# awgn_run_ctrl_flat

==> awgn_run_ctrl_flat/logic_types.png <==
Scale: 3 px per um.
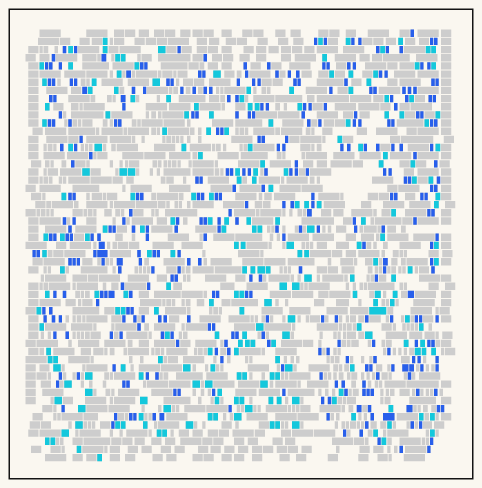

[src/rtl/awgn_run_ctrl_pkg.sv]
// Shared types and constants for the AWGN run controller.
package awgn_ctrl_pkg;

  localparam int unsigned SAMPLE_W  = 17;
  localparam int unsigned NUM_SEEDS = 6;

  // Tausworthe components degenerate below these values.
  localparam logic [31:0] SEED_MIN0 = 32'd2;
  localparam logic [31:0] SEED_MIN1 = 32'd8;
  localparam logic [31:0] SEED_MIN2 = 32'd16;

  // Power-on seeds: all above the minimums, all distinct, A differs from B.
  localparam logic [31:0] SEED_DEF0 = 32'h1234_5678;
  localparam logic [31:0] SEED_DEF1 = 32'h9ABC_DEF0;
  localparam logic [31:0] SEED_DEF2 = 32'h0F1E_2D3C;
  localparam logic [31:0] SEED_DEF3 = 32'h4B5A_6978;
  localparam logic [31:0] SEED_DEF4 = 32'h8796_A5B4;
  localparam logic [31:0] SEED_DEF5 = 32'hC3D2_E1F0;

  typedef enum logic [1:0] {
    ST_IDLE,
    ST_PRIME,
    ST_RUN,
    ST_DONE
  } ctrl_state_t;

  function automatic logic [31:0] seed_default(input int unsigned idx);
    case (idx)
      0:       return SEED_DEF0;
      1:       return SEED_DEF1;
      2:       return SEED_DEF2;
      3:       return SEED_DEF3;
      4:       return SEED_DEF4;
      default: return SEED_DEF5;
    endcase
  endfunction

  // One generator's three seeds against the component minimums.
  function automatic logic triple_ok(input logic [31:0] a, input logic [31:0] b,
                                     input logic [31:0] c);
    return (a >= SEED_MIN0) && (b >= SEED_MIN1) && (c >= SEED_MIN2);
  endfunction

endpackage

[src/rtl/awgn_run_ctrl_if.sv]
// Host/config and noise-core signals of the run controller.
interface awgn_run_ctrl_if #(
  parameter int unsigned CNT_W = 16
);
  // host side
  logic                                 seed_we;
  logic [2:0]                           seed_addr;
  logic [31:0]                          seed_data;
  logic                                 start;
  logic                                 abort;
  logic [CNT_W-1:0]                     num_samples;
  logic [awgn_ctrl_pkg::SAMPLE_W-1:0]   x0;
  logic [awgn_ctrl_pkg::SAMPLE_W-1:0]   x1;
  logic                                 sample_valid;
  logic                                 busy;
  logic                                 done;
  logic                                 seed_err;
  // core side
  logic [awgn_ctrl_pkg::SAMPLE_W-1:0]   core_x0;
  logic [awgn_ctrl_pkg::SAMPLE_W-1:0]   core_x1;
  logic                                 core_reset;
  logic [31:0]                          s0, s1, s2, s3, s4, s5;

  modport master (
    output seed_we, seed_addr, seed_data, start, abort, num_samples, core_x0, core_x1,
    input  x0, x1, sample_valid, busy, done, seed_err, core_reset, s0, s1, s2, s3, s4, s5
  );

  modport slave (
    input  seed_we, seed_addr, seed_data, start, abort, num_samples, core_x0, core_x1,
    output x0, x1, sample_valid, busy, done, seed_err, core_reset, s0, s1, s2, s3, s4, s5
  );
endinterface

[src/rtl/awgn_seed_bank.sv]
// Six 32-bit Tausworthe seed registers with write decode and validity check.
module awgn_seed_bank
  import awgn_ctrl_pkg::*;
(
  input  logic              clk,
  input  logic              reset,
  input  logic              we,
  input  logic [2:0]        addr,
  input  logic [31:0]       data,
  output logic [5:0][31:0]  seeds,
  output logic              seeds_ok
);

  // Load defaults on reset; addresses 6 and 7 match no register.
  always_ff @(posedge clk) begin
    if (reset) begin
      for (int unsigned i = 0; i < NUM_SEEDS; i++) seeds[i] <= seed_default(i);
    end else if (we) begin
      for (int unsigned i = 0; i < NUM_SEEDS; i++)
        if (addr == 3'(i)) seeds[i] <= data;
    end
  end

  // Both generators must clear the minimums, judged on stored contents only.
  always_comb begin
    seeds_ok = triple_ok(seeds[0], seeds[1], seeds[2]) &&
               triple_ok(seeds[3], seeds[4], seeds[5]);
  end

endmodule

[src/rtl/awgn_run_ctrl.sv]
// Run controller: seeds the noise core, waits out its latency, streams a
// fixed number of (x0, x1) pairs and signals completion.
module awgn_run_ctrl
  import awgn_ctrl_pkg::*;
#(
  parameter int unsigned PIPE_LAT = 6,
  parameter int unsigned CNT_W    = 16
) (
  input  logic           clk,
  input  logic           reset,
  awgn_run_ctrl_if.slave bus
);

  localparam int unsigned LAT_W = (PIPE_LAT > 1) ? $clog2(PIPE_LAT) : 1;

  ctrl_state_t      state;
  logic [CNT_W-1:0] remain;
  logic [LAT_W-1:0] lat;
  logic [5:0][31:0] seeds;
  logic             seeds_ok;
  logic             seed_wr;

  assign seed_wr = bus.seed_we && (state == ST_IDLE);

  awgn_seed_bank u_seed_bank (
    .clk      (clk),
    .reset    (reset),
    .we       (seed_wr),
    .addr     (bus.seed_addr),
    .data     (bus.seed_data),
    .seeds    (seeds),
    .seeds_ok (seeds_ok)
  );

  assign bus.s0 = seeds[0];
  assign bus.s1 = seeds[1];
  assign bus.s2 = seeds[2];
  assign bus.s3 = seeds[3];
  assign bus.s4 = seeds[4];
  assign bus.s5 = seeds[5];

  // Run sequencing with registered outputs. RUN holds one extra cycle with
  // remain == 0 so that done lands the cycle after the last valid pair.
  always_ff @(posedge clk) begin
    if (reset) begin
      state            <= ST_IDLE;
      bus.core_reset   <= 1'b1;
      bus.x0           <= '0;
      bus.x1           <= '0;
      bus.sample_valid <= 1'b0;
      bus.busy         <= 1'b0;
      bus.done         <= 1'b0;
      bus.seed_err     <= 1'b0;
      remain           <= '0;
      lat              <= '0;
    end else begin
      bus.done         <= 1'b0;
      bus.seed_err     <= 1'b0;
      bus.sample_valid <= 1'b0;
      case (state)
        ST_IDLE: begin
          if (bus.start) begin
            if (!seeds_ok) begin
              bus.seed_err <= 1'b1;
            end else if (bus.num_samples == '0) begin
              state    <= ST_DONE;
              bus.busy <= 1'b1;
              bus.done <= 1'b1;
            end else begin
              state          <= ST_PRIME;
              bus.busy       <= 1'b1;
              bus.core_reset <= 1'b0;
              remain         <= bus.num_samples;
              lat            <= '0;
            end
          end
        end
        ST_PRIME: begin
          if (bus.abort) begin
            state          <= ST_IDLE;
            bus.busy       <= 1'b0;
            bus.core_reset <= 1'b1;
          end else if (lat == LAT_W'(PIPE_LAT - 1)) begin
            state <= ST_RUN;
          end else begin
            lat <= lat + LAT_W'(1);
          end
        end
        ST_RUN: begin
          if (bus.abort) begin
            state          <= ST_IDLE;
            bus.busy       <= 1'b0;
            bus.core_reset <= 1'b1;
          end else if (remain != '0) begin
            bus.x0           <= bus.core_x0;
            bus.x1           <= bus.core_x1;
            bus.sample_valid <= 1'b1;
            remain           <= remain - CNT_W'(1);
          end else begin
            state          <= ST_DONE;
            bus.done       <= 1'b1;
            bus.core_reset <= 1'b1;
          end
        end
        ST_DONE: begin
          state    <= ST_IDLE;
          bus.busy <= 1'b0;
        end
        default: begin
          state          <= ST_IDLE;
          bus.busy       <= 1'b0;
          bus.core_reset <= 1'b1;
        end
      endcase
    end
  end

endmodule

[src/flat_wrapper.sv]
// flat-port wrapper written by rule: the top's interface ports become plain ports
module awgn_run_ctrl_flat import awgn_ctrl_pkg::*;
#(
  parameter int unsigned PIPE_LAT = 6,
  parameter int unsigned CNT_W    = 16
)
  (clk, reset, bus_seed_we, bus_seed_addr, bus_seed_data, bus_start, bus_abort, bus_num_samples, bus_core_x0, bus_core_x1, bus_x0, bus_x1, bus_sample_valid, bus_busy, bus_done, bus_seed_err, bus_core_reset, bus_s0, bus_s1, bus_s2, bus_s3, bus_s4, bus_s5);
  awgn_run_ctrl_if #(.CNT_W(CNT_W)) bus_i ();
  input  logic clk;
  input  logic reset;
  input wire logic [$bits(bus_i.seed_we)-1:0] bus_seed_we;
  input wire logic [$bits(bus_i.seed_addr)-1:0] bus_seed_addr;
  input wire logic [$bits(bus_i.seed_data)-1:0] bus_seed_data;
  input wire logic [$bits(bus_i.start)-1:0] bus_start;
  input wire logic [$bits(bus_i.abort)-1:0] bus_abort;
  input wire logic [$bits(bus_i.num_samples)-1:0] bus_num_samples;
  input wire logic [$bits(bus_i.core_x0)-1:0] bus_core_x0;
  input wire logic [$bits(bus_i.core_x1)-1:0] bus_core_x1;
  output wire logic [$bits(bus_i.x0)-1:0] bus_x0;
  output wire logic [$bits(bus_i.x1)-1:0] bus_x1;
  output wire logic [$bits(bus_i.sample_valid)-1:0] bus_sample_valid;
  output wire logic [$bits(bus_i.busy)-1:0] bus_busy;
  output wire logic [$bits(bus_i.done)-1:0] bus_done;
  output wire logic [$bits(bus_i.seed_err)-1:0] bus_seed_err;
  output wire logic [$bits(bus_i.core_reset)-1:0] bus_core_reset;
  output wire logic [$bits(bus_i.s0)-1:0] bus_s0;
  output wire logic [$bits(bus_i.s1)-1:0] bus_s1;
  output wire logic [$bits(bus_i.s2)-1:0] bus_s2;
  output wire logic [$bits(bus_i.s3)-1:0] bus_s3;
  output wire logic [$bits(bus_i.s4)-1:0] bus_s4;
  output wire logic [$bits(bus_i.s5)-1:0] bus_s5;
  assign bus_i.seed_we = bus_seed_we;
  assign bus_i.seed_addr = bus_seed_addr;
  assign bus_i.seed_data = bus_seed_data;
  assign bus_i.start = bus_start;
  assign bus_i.abort = bus_abort;
  assign bus_i.num_samples = bus_num_samples;
  assign bus_i.core_x0 = bus_core_x0;
  assign bus_i.core_x1 = bus_core_x1;
  assign bus_x0 = bus_i.x0;
  assign bus_x1 = bus_i.x1;
  assign bus_sample_valid = bus_i.sample_valid;
  assign bus_busy = bus_i.busy;
  assign bus_done = bus_i.done;
  assign bus_seed_err = bus_i.seed_err;
  assign bus_core_reset = bus_i.core_reset;
  assign bus_s0 = bus_i.s0;
  assign bus_s1 = bus_i.s1;
  assign bus_s2 = bus_i.s2;
  assign bus_s3 = bus_i.s3;
  assign bus_s4 = bus_i.s4;
  assign bus_s5 = bus_i.s5;
  awgn_run_ctrl #(.PIPE_LAT(PIPE_LAT), .CNT_W(CNT_W)) u_core (.clk(clk), .reset(reset), .bus(bus_i));
endmodule
[config.mk]
export PLATFORM = sky130hd
export DESIGN_NAME = awgn_run_ctrl_flat
export DESIGN_NICKNAME = d
export VERILOG_FILES = /design/src/rtl/awgn_run_ctrl_pkg.sv /design/src/rtl/awgn_run_ctrl_if.sv /design/src/rtl/awgn_seed_bank.sv /design/src/rtl/awgn_run_ctrl.sv /design/src/flat_wrapper.sv
export SDC_FILE = /design/constraint.sdc
export NUM_CORES = 1
export LEC_CHECK = 0
export ABC_AREA = 1
export CORE_AREA = 5 5 149 151
export DETAILED_ROUTE_END_ITERATION = 7
export DIE_AREA = 0 0 154 156
export PLACE_DENSITY_LB_ADDON = 0.05
export SLEW_MARGIN = 10
export SYNTH_ARGS = -nofsm -noshare
export SYNTH_HDL_FRONTEND = slang
export SYNTH_SLANG_ARGS = --single-unit
export TNS_END_PERCENT = 100
[constraint.sdc]
create_clock -name clk -period 3.2 [get_ports clk]
set_clock_uncertainty 0.2 [all_clocks]
set_input_delay 0.64 -clock clk [delete_from_list [all_inputs] [get_ports clk]]
set_output_delay 0.64 -clock clk [all_outputs]
set_load 0.02 [all_outputs]
# pulp_icache_fetch_adapter

## config.mk

```make
export PLATFORM = sky130hd
export DESIGN_NAME = pulp_icache_fetch_adapter
export DESIGN_NICKNAME = d
export VERILOG_FILES = /design/src/rtl/pulp_icache_adapter_pkg.sv /design/src/rtl/pulp_icache_fetch_port.sv /design/src/rtl/pulp_icache_fetch_adapter.sv
export SDC_FILE = /design/constraint.sdc
export NUM_CORES = 1
export LEC_CHECK = 0
export CAP_MARGIN = 20
export CORE_ASPECT_RATIO = 0.6
export CORE_MARGIN = 5
export CORE_UTILIZATION = 43
export DETAILED_ROUTE_END_ITERATION = 16
export GPL_TIMING_DRIVEN = 0
export PLACE_DENSITY = 0.81
export SLEW_MARGIN = 5
export SYNTH_ARGS = -nofsm -noshare
export SYNTH_HDL_FRONTEND = slang
export SYNTH_SLANG_ARGS = --single-unit
```

## constraint.sdc

```tcl
create_clock -name clk_i -period 3.3 [get_ports clk_i]
set_input_delay 0.66 -clock clk_i [delete_from_list [all_inputs] [get_ports clk_i]]
set_output_delay 0.66 -clock clk_i [all_outputs]
set_load 0.05 [all_outputs]
```

## src/rtl/pulp_icache_adapter_pkg.sv

```systemverilog
// Shared types for the instruction-cache fetch adapter: cut selection and
// per-port flush state.
package pulp_icache_adapter_pkg;

  typedef enum logic [1:0] {
    CUT_NONE = 2'd0,
    CUT_REQ  = 2'd1,
    CUT_RSP  = 2'd2
  } cut_mode_e;

  typedef enum logic [1:0] {
    FS_RUN   = 2'd0,
    FS_DRAIN = 2'd1,
    FS_FLUSH = 2'd2
  } flush_state_e;

  // Pointer width for a FIFO of the given depth; at least one bit.
  function automatic int unsigned ptr_w(input int unsigned depth);
    return (depth > 1) ? $clog2(depth) : 1;
  endfunction

endpackage

```

## src/rtl/pulp_icache_fetch_port.sv

```systemverilog
// One fetch port: selectable request/response cut, flush FSM and
// saturating stall counter.
module pulp_icache_fetch_port
  import pulp_icache_adapter_pkg::*;
#(
  parameter cut_mode_e   CutMode       = CUT_REQ,
  parameter int unsigned AddrWidth     = 32,
  parameter int unsigned DataWidth     = 32,
  parameter int unsigned ReqDepth      = 2,
  parameter int unsigned StallCntWidth = 16
) (
  input  logic                     clk_i,
  input  logic                     rst_i,
  input  logic                     fetch_req_i,
  input  logic [AddrWidth-1:0]     fetch_addr_i,
  output logic                     fetch_gnt_o,
  output logic                     fetch_rvalid_o,
  output logic [DataWidth-1:0]     fetch_rdata_o,
  output logic                     fetch_rerror_o,
  input  logic                     flush_valid_i,
  output logic                     flush_ready_o,
  input  logic                     stall_clr_i,
  output logic [StallCntWidth-1:0] stall_cnt_o,
  output logic                     cache_valid_o,
  output logic [AddrWidth-1:0]     cache_addr_o,
  input  logic                     cache_ready_i,
  input  logic [DataWidth-1:0]     cache_rdata_i,
  input  logic                     cache_rerror_i,
  output logic                     cache_flush_valid_o,
  input  logic                     cache_flush_ready_i
);

  flush_state_e r_state, w_state_nxt;
  logic w_run, w_empty, w_xfer;
  logic [StallCntWidth-1:0] r_stall;

  always_ff @(posedge clk_i) begin
    if (rst_i) r_state <= FS_RUN;
    else       r_state <= w_state_nxt;
  end

  // The cycle that first sees flush_valid_i already blocks new grants, so an
  // empty port reaches FLUSH after exactly one non-granting cycle.
  always_comb begin
    w_state_nxt         = r_state;
    w_run               = 1'b0;
    cache_flush_valid_o = 1'b0;
    flush_ready_o       = 1'b0;
    case (r_state)
      FS_RUN: begin
        if (flush_valid_i) w_state_nxt = w_empty ? FS_FLUSH : FS_DRAIN;
        else               w_run       = ~rst_i;
      end
      FS_DRAIN: begin
        if (!flush_valid_i) w_state_nxt = FS_RUN;
        else if (w_empty)   w_state_nxt = FS_FLUSH;
      end
      FS_FLUSH: begin
        cache_flush_valid_o = ~rst_i;
        if (cache_flush_ready_i && !rst_i) begin
          flush_ready_o = 1'b1;
          w_state_nxt   = FS_RUN;
        end
      end
      default: w_state_nxt = FS_RUN;
    endcase
  end

  always_ff @(posedge clk_i) begin
    if (rst_i || stall_clr_i)
      r_stall <= '0;
    else if (fetch_req_i && !fetch_gnt_o && !(&r_stall))
      r_stall <= r_stall + 1'b1;
  end
  assign stall_cnt_o = r_stall;

  if (CutMode == CUT_REQ) begin : g_req
    localparam int unsigned PW = ptr_w(ReqDepth);
    localparam int unsigned CW = $clog2(ReqDepth + 1);
    logic [AddrWidth-1:0] r_mem [ReqDepth];
    logic [PW-1:0] r_wptr, r_rptr;
    logic [CW-1:0] r_cnt;
    logic w_full;

    assign w_full         = (r_cnt == CW'(ReqDepth));
    assign fetch_gnt_o    = fetch_req_i & ~w_full & w_run;
    assign cache_valid_o  = (r_cnt != '0) & ~rst_i;
    assign cache_addr_o   = r_mem[r_rptr];
    assign w_xfer         = cache_valid_o & cache_ready_i;
    assign fetch_rvalid_o = w_xfer;
    assign fetch_rdata_o  = cache_rdata_i;
    assign fetch_rerror_o = cache_rerror_i;
    assign w_empty        = (r_cnt == '0);

    // Explicit wrap keeps non-power-of-two depths correct.
    always_ff @(posedge clk_i) begin
      if (rst_i) begin
        r_wptr <= '0;
        r_rptr <= '0;
        r_cnt  <= '0;
      end else begin
        if (fetch_gnt_o) r_wptr <= (r_wptr == PW'(ReqDepth - 1)) ? '0 : r_wptr + 1'b1;
        if (w_xfer)      r_rptr <= (r_rptr == PW'(ReqDepth - 1)) ? '0 : r_rptr + 1'b1;
        r_cnt <= r_cnt + CW'(fetch_gnt_o) - CW'(w_xfer);
      end
    end

    always_ff @(posedge clk_i) begin
      if (fetch_gnt_o) r_mem[r_wptr] <= fetch_addr_i;
    end
  end else if (CutMode == CUT_RSP) begin : g_rsp
    logic                 r_rvalid, r_rerror;
    logic [DataWidth-1:0] r_rdata;

    assign cache_valid_o  = fetch_req_i & w_run;
    assign cache_addr_o   = fetch_addr_i;
    assign w_xfer         = cache_valid_o & cache_ready_i;
    assign fetch_gnt_o    = w_xfer;
    assign fetch_rvalid_o = r_rvalid;
    assign fetch_rdata_o  = r_rdata;
    assign fetch_rerror_o = r_rerror;
    assign w_empty        = ~r_rvalid;

    always_ff @(posedge clk_i) begin
      if (rst_i) begin
        r_rvalid <= 1'b0;
        r_rdata  <= '0;
        r_rerror <= 1'b0;
      end else begin
        r_rvalid <= w_xfer;
        if (w_xfer) begin
          r_rdata  <= cache_rdata_i;
          r_rerror <= cache_rerror_i;
        end
      end
    end
  end else begin : g_none
    assign cache_valid_o  = fetch_req_i & w_run;
    assign cache_addr_o   = fetch_addr_i;
    assign w_xfer         = cache_valid_o & cache_ready_i;
    assign fetch_gnt_o    = w_xfer;
    assign fetch_rvalid_o = w_xfer;
    assign fetch_rdata_o  = cache_rdata_i;
    assign fetch_rerror_o = cache_rerror_i;
    assign w_empty        = 1'b1;
  end

endmodule

```

## src/rtl/pulp_icache_fetch_adapter.sv

```systemverilog
// Multi-port adapter between core fetch ports and the instruction cache;
// each port is an independent pulp_icache_fetch_port.
module pulp_icache_fetch_adapter
  import pulp_icache_adapter_pkg::*;
#(
  parameter int unsigned NumFetchPorts  = 1,
  parameter int unsigned FetchAddrWidth = 32,
  parameter int unsigned FetchDataWidth = 32,
  parameter cut_mode_e   CutMode        = CUT_REQ,
  parameter int unsigned ReqDepth       = 2,
  parameter int unsigned StallCntWidth  = 16
) (
  input  logic                                          clk_i,
  input  logic                                          rst_i,
  input  logic [NumFetchPorts-1:0]                      fetch_req_i,
  input  logic [NumFetchPorts-1:0][FetchAddrWidth-1:0]  fetch_addr_i,
  output logic [NumFetchPorts-1:0]                      fetch_gnt_o,
  output logic [NumFetchPorts-1:0]                      fetch_rvalid_o,
  output logic [NumFetchPorts-1:0][FetchDataWidth-1:0]  fetch_rdata_o,
  output logic [NumFetchPorts-1:0]                      fetch_rerror_o,
  input  logic [NumFetchPorts-1:0]                      flush_valid_i,
  output logic [NumFetchPorts-1:0]                      flush_ready_o,
  input  logic [NumFetchPorts-1:0]                      stall_clr_i,
  output logic [NumFetchPorts-1:0][StallCntWidth-1:0]   stall_cnt_o,
  output logic [NumFetchPorts-1:0]                      cache_valid_o,
  output logic [NumFetchPorts-1:0][FetchAddrWidth-1:0]  cache_addr_o,
  input  logic [NumFetchPorts-1:0]                      cache_ready_i,
  input  logic [NumFetchPorts-1:0][FetchDataWidth-1:0]  cache_rdata_i,
  input  logic [NumFetchPorts-1:0]                      cache_rerror_i,
  output logic [NumFetchPorts-1:0]                      cache_flush_valid_o,
  input  logic [NumFetchPorts-1:0]                      cache_flush_ready_i
);

  for (genvar g = 0; g < NumFetchPorts; g++) begin : g_port
    pulp_icache_fetch_port #(
      .CutMode       (CutMode),
      .AddrWidth     (FetchAddrWidth),
      .DataWidth     (FetchDataWidth),
      .ReqDepth      (ReqDepth),
      .StallCntWidth (StallCntWidth)
    ) u_port (
      .clk_i               (clk_i),
      .rst_i               (rst_i),
      .fetch_req_i         (fetch_req_i[g]),
      .fetch_addr_i        (fetch_addr_i[g]),
      .fetch_gnt_o         (fetch_gnt_o[g]),
      .fetch_rvalid_o      (fetch_rvalid_o[g]),
      .fetch_rdata_o       (fetch_rdata_o[g]),
      .fetch_rerror_o      (fetch_rerror_o[g]),
      .flush_valid_i       (flush_valid_i[g]),
      .flush_ready_o       (flush_ready_o[g]),
      .stall_clr_i         (stall_clr_i[g]),
      .stall_cnt_o         (stall_cnt_o[g]),
      .cache_valid_o       (cache_valid_o[g]),
      .cache_addr_o        (cache_addr_o[g]),
      .cache_ready_i       (cache_ready_i[g]),
      .cache_rdata_i       (cache_rdata_i[g]),
      .cache_rerror_i      (cache_rerror_i[g]),
      .cache_flush_valid_o (cache_flush_valid_o[g]),
      .cache_flush_ready_i (cache_flush_ready_i[g])
    );
  end

endmodule
```

# mem_access_arbiter

File: src/rtl/mem_access_arbiter_pkg.sv
// rtl/mem_access_arbiter_pkg.sv - shared encodings for the memory access arbiter
//
// Purpose: address-mux select codes, FSM state encoding, bus owner enum and
// the tie-break helper used by the arbiter.
// Ports: none (package).

package mem_access_arbiter_pkg;

  localparam logic [1:0] SEL_PC   = 2'b00;
  localparam logic [1:0] SEL_DATA = 2'b01;
  localparam logic [1:0] SEL_INC  = 2'b10;

  typedef enum logic [1:0] {
    ST_IDLE   = 2'd0,
    ST_LOAD   = 2'd1,
    ST_ACCESS = 2'd2,
    ST_DONE   = 2'd3
  } state_t;

  typedef enum logic {
    OWN_FETCH = 1'b0,
    OWN_DATA  = 1'b1
  } owner_t;

  // On a tie the requester that did not win last time gets the bus.
  function automatic owner_t pick_owner(input logic   fetch_req,
                                        input logic   data_req,
                                        input owner_t last_grant);
    if (fetch_req && data_req) begin
      return (last_grant == OWN_DATA) ? OWN_FETCH : OWN_DATA;
    end else if (fetch_req) begin
      return OWN_FETCH;
    end else begin
      return OWN_DATA;
    end
  endfunction

endpackage

File: src/rtl/wait_timer.sv
// rtl/wait_timer.sv - per-beat wait counter with timeout detection
//
// Purpose: counts ACCESS cycles that end without mem_ready.
// Ports:
//   clk, rst  - clock, synchronous active-high reset
//   clear     - zero the count (asserted the cycle before ACCESS is entered)
//   enable    - one more cycle spent waiting
//   expired   - this waiting cycle brings the count to MAX_WAIT

module wait_timer #(
  parameter int MAX_WAIT = 15
) (
  input  logic clk,
  input  logic rst,
  input  logic clear,
  input  logic enable,
  output logic expired
);

  localparam int CW = $clog2(MAX_WAIT + 1);

  logic [CW-1:0] count;

  // Combinational so the FSM leaves ACCESS at the end of the MAX_WAIT-th cycle.
  assign expired = enable && (count == CW'(MAX_WAIT - 1));

  always_ff @(posedge clk) begin
    if (rst || clear) begin
      count <= '0;
    end else if (enable && (count != CW'(MAX_WAIT))) begin
      count <= count + CW'(1);
    end
  end

endmodule

File: src/rtl/mem_access_arbiter.sv
// rtl/mem_access_arbiter.sv - fetch/data memory access arbiter and sequencer
//
// Purpose: arbitrates instruction-fetch and data requests onto one memory
// port, sequences address load and access beats, and times out stalled beats.
// Ports:
//   clk, rst                   - clock, synchronous active-high reset
//   fetch_req, data_req        - requests, held until their ack
//   data_we                    - data direction, captured at grant
//   mem_ready                  - memory finished the current beat
//   addr_select, addr_update   - address register mux select and load strobe
//   mem_read_en, mem_write_en  - memory enables during ACCESS
//   fetch_beat                 - pulse per completed fetch word
//   fetch_ack, data_ack, err   - transaction end pulses (err on timeout)
//   busy                       - high outside IDLE

module mem_access_arbiter
  import mem_access_arbiter_pkg::*;
#(
  parameter int FETCH_BURST = 2,
  parameter int MAX_WAIT    = 15
) (
  input  logic       clk,
  input  logic       rst,
  input  logic       fetch_req,
  input  logic       data_req,
  input  logic       data_we,
  input  logic       mem_ready,
  output logic [1:0] addr_select,
  output logic       addr_update,
  output logic       mem_read_en,
  output logic       mem_write_en,
  output logic       fetch_beat,
  output logic       fetch_ack,
  output logic       data_ack,
  output logic       err,
  output logic       busy
);

  localparam int BEAT_W = (FETCH_BURST > 1) ? $clog2(FETCH_BURST) : 1;

  state_t            state;
  owner_t            owner;
  owner_t            last_grant;
  owner_t            grant;
  logic              we_q;
  logic [BEAT_W-1:0] beat_cnt;
  logic              timer_expired;

  assign grant = pick_owner(fetch_req, data_req, last_grant);

  // Completion is only known combinationally from mem_ready, so this pulse
  // is the one output not registered.
  assign fetch_beat = !rst && (state == ST_ACCESS) && mem_ready && (owner == OWN_FETCH);

  wait_timer #(.MAX_WAIT(MAX_WAIT)) u_wait_timer (
    .clk     (clk),
    .rst     (rst),
    .clear   (state == ST_LOAD),
    .enable  ((state == ST_ACCESS) && !mem_ready),
    .expired (timer_expired)
  );

  always_ff @(posedge clk) begin
    if (rst) begin
      state        <= ST_IDLE;
      owner        <= OWN_FETCH;
      last_grant   <= OWN_DATA;
      we_q         <= 1'b0;
      beat_cnt     <= '0;
      addr_select  <= SEL_PC;
      addr_update  <= 1'b0;
      mem_read_en  <= 1'b0;
      mem_write_en <= 1'b0;
      fetch_ack    <= 1'b0;
      data_ack     <= 1'b0;
      err          <= 1'b0;
      busy         <= 1'b0;
    end else begin
      addr_update <= 1'b0;
      fetch_ack   <= 1'b0;
      data_ack    <= 1'b0;
      err         <= 1'b0;
      case (state)
        ST_IDLE: begin
          if (fetch_req || data_req) begin
            owner       <= grant;
            last_grant  <= grant;
            we_q        <= data_we && (grant == OWN_DATA);
            beat_cnt    <= '0;
            addr_update <= 1'b1;
            addr_select <= (grant == OWN_FETCH) ? SEL_PC : SEL_DATA;
            busy        <= 1'b1;
            state       <= ST_LOAD;
          end
        end
        ST_LOAD: begin
          mem_read_en  <= (owner == OWN_FETCH) || !we_q;
          mem_write_en <= (owner == OWN_DATA) && we_q;
          state        <= ST_ACCESS;
        end
        ST_ACCESS: begin
          if (mem_ready) begin
            mem_read_en  <= 1'b0;
            mem_write_en <= 1'b0;
            if ((owner == OWN_FETCH) && (beat_cnt != BEAT_W'(FETCH_BURST - 1))) begin
              beat_cnt    <= beat_cnt + BEAT_W'(1);
              addr_update <= 1'b1;
              addr_select <= SEL_INC;
              state       <= ST_LOAD;
            end else begin
              fetch_ack <= (owner == OWN_FETCH);
              data_ack  <= (owner == OWN_DATA);
              state     <= ST_DONE;
            end
          end else if (timer_expired) begin
            // Remaining beats are abandoned; the owner still gets its ack.
            mem_read_en  <= 1'b0;
            mem_write_en <= 1'b0;
            fetch_ack    <= (owner == OWN_FETCH);
            data_ack     <= (owner == OWN_DATA);
            err          <= 1'b1;
            state        <= ST_DONE;
          end
        end
        ST_DONE: begin
          busy  <= 1'b0;
          state <= ST_IDLE;
        end
        default: state <= ST_IDLE;
      endcase
    end
  end

endmodule
File: config.mk
export PLATFORM = sky130hd
export DESIGN_NAME = mem_access_arbiter
export DESIGN_NICKNAME = d
export VERILOG_FILES = /design/src/rtl/mem_access_arbiter_pkg.sv /design/src/rtl/wait_timer.sv /design/src/rtl/mem_access_arbiter.sv
export SDC_FILE = /design/constraint.sdc
export NUM_CORES = 1
export LEC_CHECK = 0
export CAP_MARGIN = 10
export CORE_MARGIN = 2
export CORE_UTILIZATION = 48
export CTS_CLUSTER_DIAMETER = 40
export CTS_CLUSTER_SIZE = 30
export DETAILED_ROUTE_END_ITERATION = 6
export HOLD_SLACK_MARGIN = 0.02
export PLACE_DENSITY = 0.75
export REMOVE_ABC_BUFFERS = 1
export SLEW_MARGIN = 20
export SYNTH_ARGS = -nofsm -noshare
export SYNTH_HDL_FRONTEND = slang
export SYNTH_SLANG_ARGS = --single-unit
File: constraint.sdc
create_clock -name clk -period 1.7 [get_ports clk]
set_input_delay 0.34 -clock clk [delete_from_list [all_inputs] [get_ports clk]]
set_output_delay 0.34 -clock clk [all_outputs]
set_load 0.05 [all_outputs]
==> awgn_run_ctrl_flat/io_fan.png <==
Scale: 2 px per um.
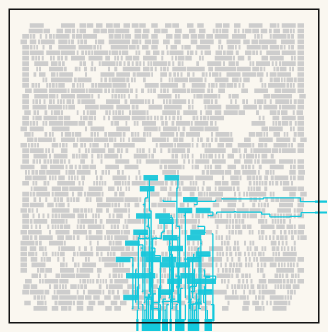
bus_s3 -> cyan  # bits 32, direction output, edge 30 bottom, 2 right, end cells 32, buffers 32, wire 1430 um

Notes on awgn_run_ctrl_flat/logic_types.png above:
nor cells -> blue  # cells 356, most used nor2_1, where widely spread
aoi and oai cells -> cyan  # cells 231, most used o21ai_0, where widely spread

==> run summary, awgn_run_ctrl_flat <==
R2R cell count: 7
Asr flop ratio synth: 0%
N_diodes: 1
R2r setup slk: 550 ps
EDFF count, synth: 0
Arr. time, crit path: 2870 ps
Setup-failing EPs final: 0
Post-synthesis mux area share: 0%
Register area: 5040 um^2
Clock buffer count: 37
Area grow syn2layout: 42.2%
Hold Crit Class: reg2reg
Flop share of the area: 34.1%
Number of DRC markers in iteration 0: 859
Pwr/cell area: 711 nW/um^2
HP Start: u_core.bus.busy
Routability cong.: 0.908
Most common cell after layout, fill and taps aside: nor2_1
Post-route cell area: 14800 um^2
Switch share: 33.7%
Run status: complete, no violations
Share of cells above drive strength 1: 4.78%
Final WS setup: 550 ps
Post-synth top flop: dfxtp_1
Met2 wire len: 17.2 mm
awgn_run_ctrl_flat: worst register-to-register path: stages (launching register included):
cell,delay (ps)
dfxtp_1,380
inv_1,90
ha_1,380
nand2_1,120
nor2_1,70
nand2_1,90
clkinv_1,730
o211ai_1,490
awgn_run_ctrl_flat: state kept, by name (all words and copies together) (netlist names), 2 cells and up:
| name | count |
|---|---|
| u_core.u_seed_bank.seeds | 192 |
| u_core.bus.x0 | 17 |
| u_core.bus.x1 | 17 |
| u_core.remain | 16 |
| u_core.lat | 3 |
| u_core.state | 2 |
==> pulp_icache_fetch_adapter/flops_by_reg.png <==
Scale: 3 px per um.
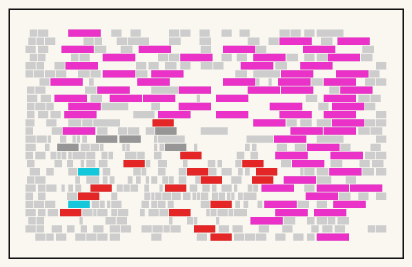
g_port.u_port.g_req.r_mem -> magenta  # placed flops 64
g_port.u_port.r_state -> cyan  # placed flops 2
g_port.u_port.stall_cnt_o -> red  # placed flops 16

==> pulp_icache_fetch_adapter/cell_density.png <==
Scale: 2 px per um. 13 x 8 tiles, from dark purple (low) to yellow (high), 0 to 100% covered.
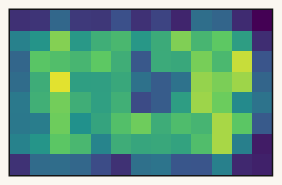
fullest tile = 96%
tiles over 75% full = 14%
mean over tiles = 50%
nearly empty tiles = 1.0%
FP Core Util: 44.2%
core area: 8520 um^2

==> run summary, pulp_icache_fetch_adapter <==
# port buffers: 124
Comb pwr: 0.000562 W
Run status: complete, no violations
Yosys stat cell total: 279
Routed wire length: 9.12 mm
Hold Vio Cnt, Final: 0
Unique masters post-synth: 39
HP Start: g_port[0].u_port.g_req.r_rptr
XOR/XNOR Area Share: 0.930%
Clock power frac: 34.6%
DR WL met3: 844 um
Clock buffer depth: 2
Max-area cell share: 51.0%
Number of DRC markers in iteration 0: 212
Vias/cell: 5.09
Num Clock Sinks: 87
Post-Synthesis Cells: 279
Slowest cell on crit path: clkdlybuf4s50_1
Setup-failing EPs final: 0
-- pulp_icache_fetch_adapter: layout make-up --
cell class | count | area [um^2]
buffer | 43 | 292
timing repair buffer | 126 | 1270
inverter | 3 | 11.3
tap | 112 | 140
clock inverter | 4 | 30.0
sequential | 87 | 2380
fill | 651 | 3040
clock buffer | 12 | 256
multi-input combinational | 146 | 1100
-- pulp_icache_fetch_adapter: final timing paths --
kind / end / cells past startpoint
worst max-delay path: cache_addr_o[23] / 4
worst min-delay path: register / 2
worst max register to register: g_port[0].u_port.g_req.r_cnt[1] / 8
worst min register to register: register / 2
==> mem_access_arbiter/logic_types.png <==
Scale: 12 px per um.
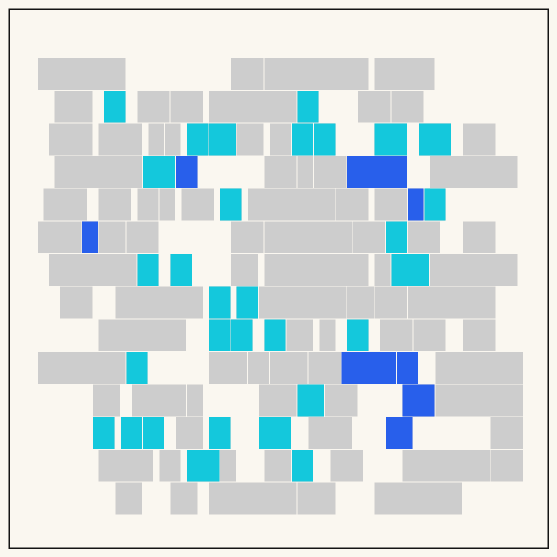
aoi and oai cells -> cyan  # cells 30, most used a21oi_1
nor cells -> blue  # cells 8
Comb/total area: 37.5%
most common cell after layout, fill and taps aside: buf_4
Final Non-Filler Cells: 136

==> run summary, mem_access_arbiter <==
Worst-path maximum fanout: 2
Core area: 1540 um^2
FP Core Util: 51.8%
Final Cycle Share: 98.7%
CTS Buf Count: 3
Unique masters post-synth: 25
Synthesized area: 798 um^2
Die Width: 44.8 um
Run status: complete, no violations
DR WL met3: 76 um
Arr. time, crit path: 1340 ps
Post-Place Cells: 127
Initial antenna violation count: 0
Vias in the first global route: 649
Comb power frac: 21.5%
Area of placed instances: 1010 um^2
Row count: 14
Slew Limit Fails: 0
Met1 usage: 26.5%
Final #Nets: 129
Hold WS: 477 ps
Max FFs per register: 4
Met2 wire len: 763 um
Die Y: 44.8 um
Hold path depth: 2
CTS tree: built
HPWL Detailed: 1.23 mm
Reg power frac: 53.3%
Multi-input gates: 65
==> mem_access_arbiter: synthesized netlist by cell type, drive strengths merged, types with 2 or more instances <==
cell type,count,area share [%]
dfxtp,19,48
a21oi,13,8.2
o21ai,9,5.6
nand2,5,2.4
or3,5,3.9
nand3,4,2.5
nand2b,3,2.4
or3b,3,3.3
a211oi,2,1.9
a31oi,2,1.6
buf,2,1.3
clkbuf,2,0.94
ha,2,3.1
inv,2,0.94
nor2,2,0.94
nor2b,2,1.6
nor3,2,1.3
nor3b,2,1.9
o31ai,2,1.9
or2,2,1.6


## Gallery

Clock routing.
Plate I
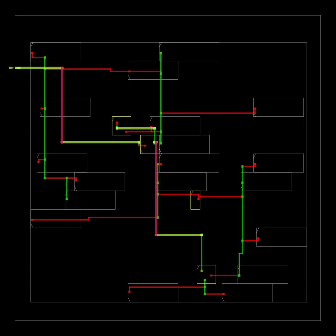
Plate II
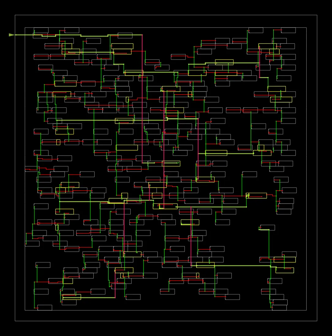
Plate III
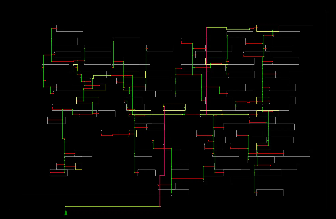
Plate III comes from pulp_icache_fetch_adapter.
Plate I comes from mem_access_arbiter.
Plate II comes from awgn_run_ctrl_flat.
The one with the most clock buffers is Plate II.
The one with the fewest clock buffers is Plate I.

Power is estimated from default activity; no workload was simulated.
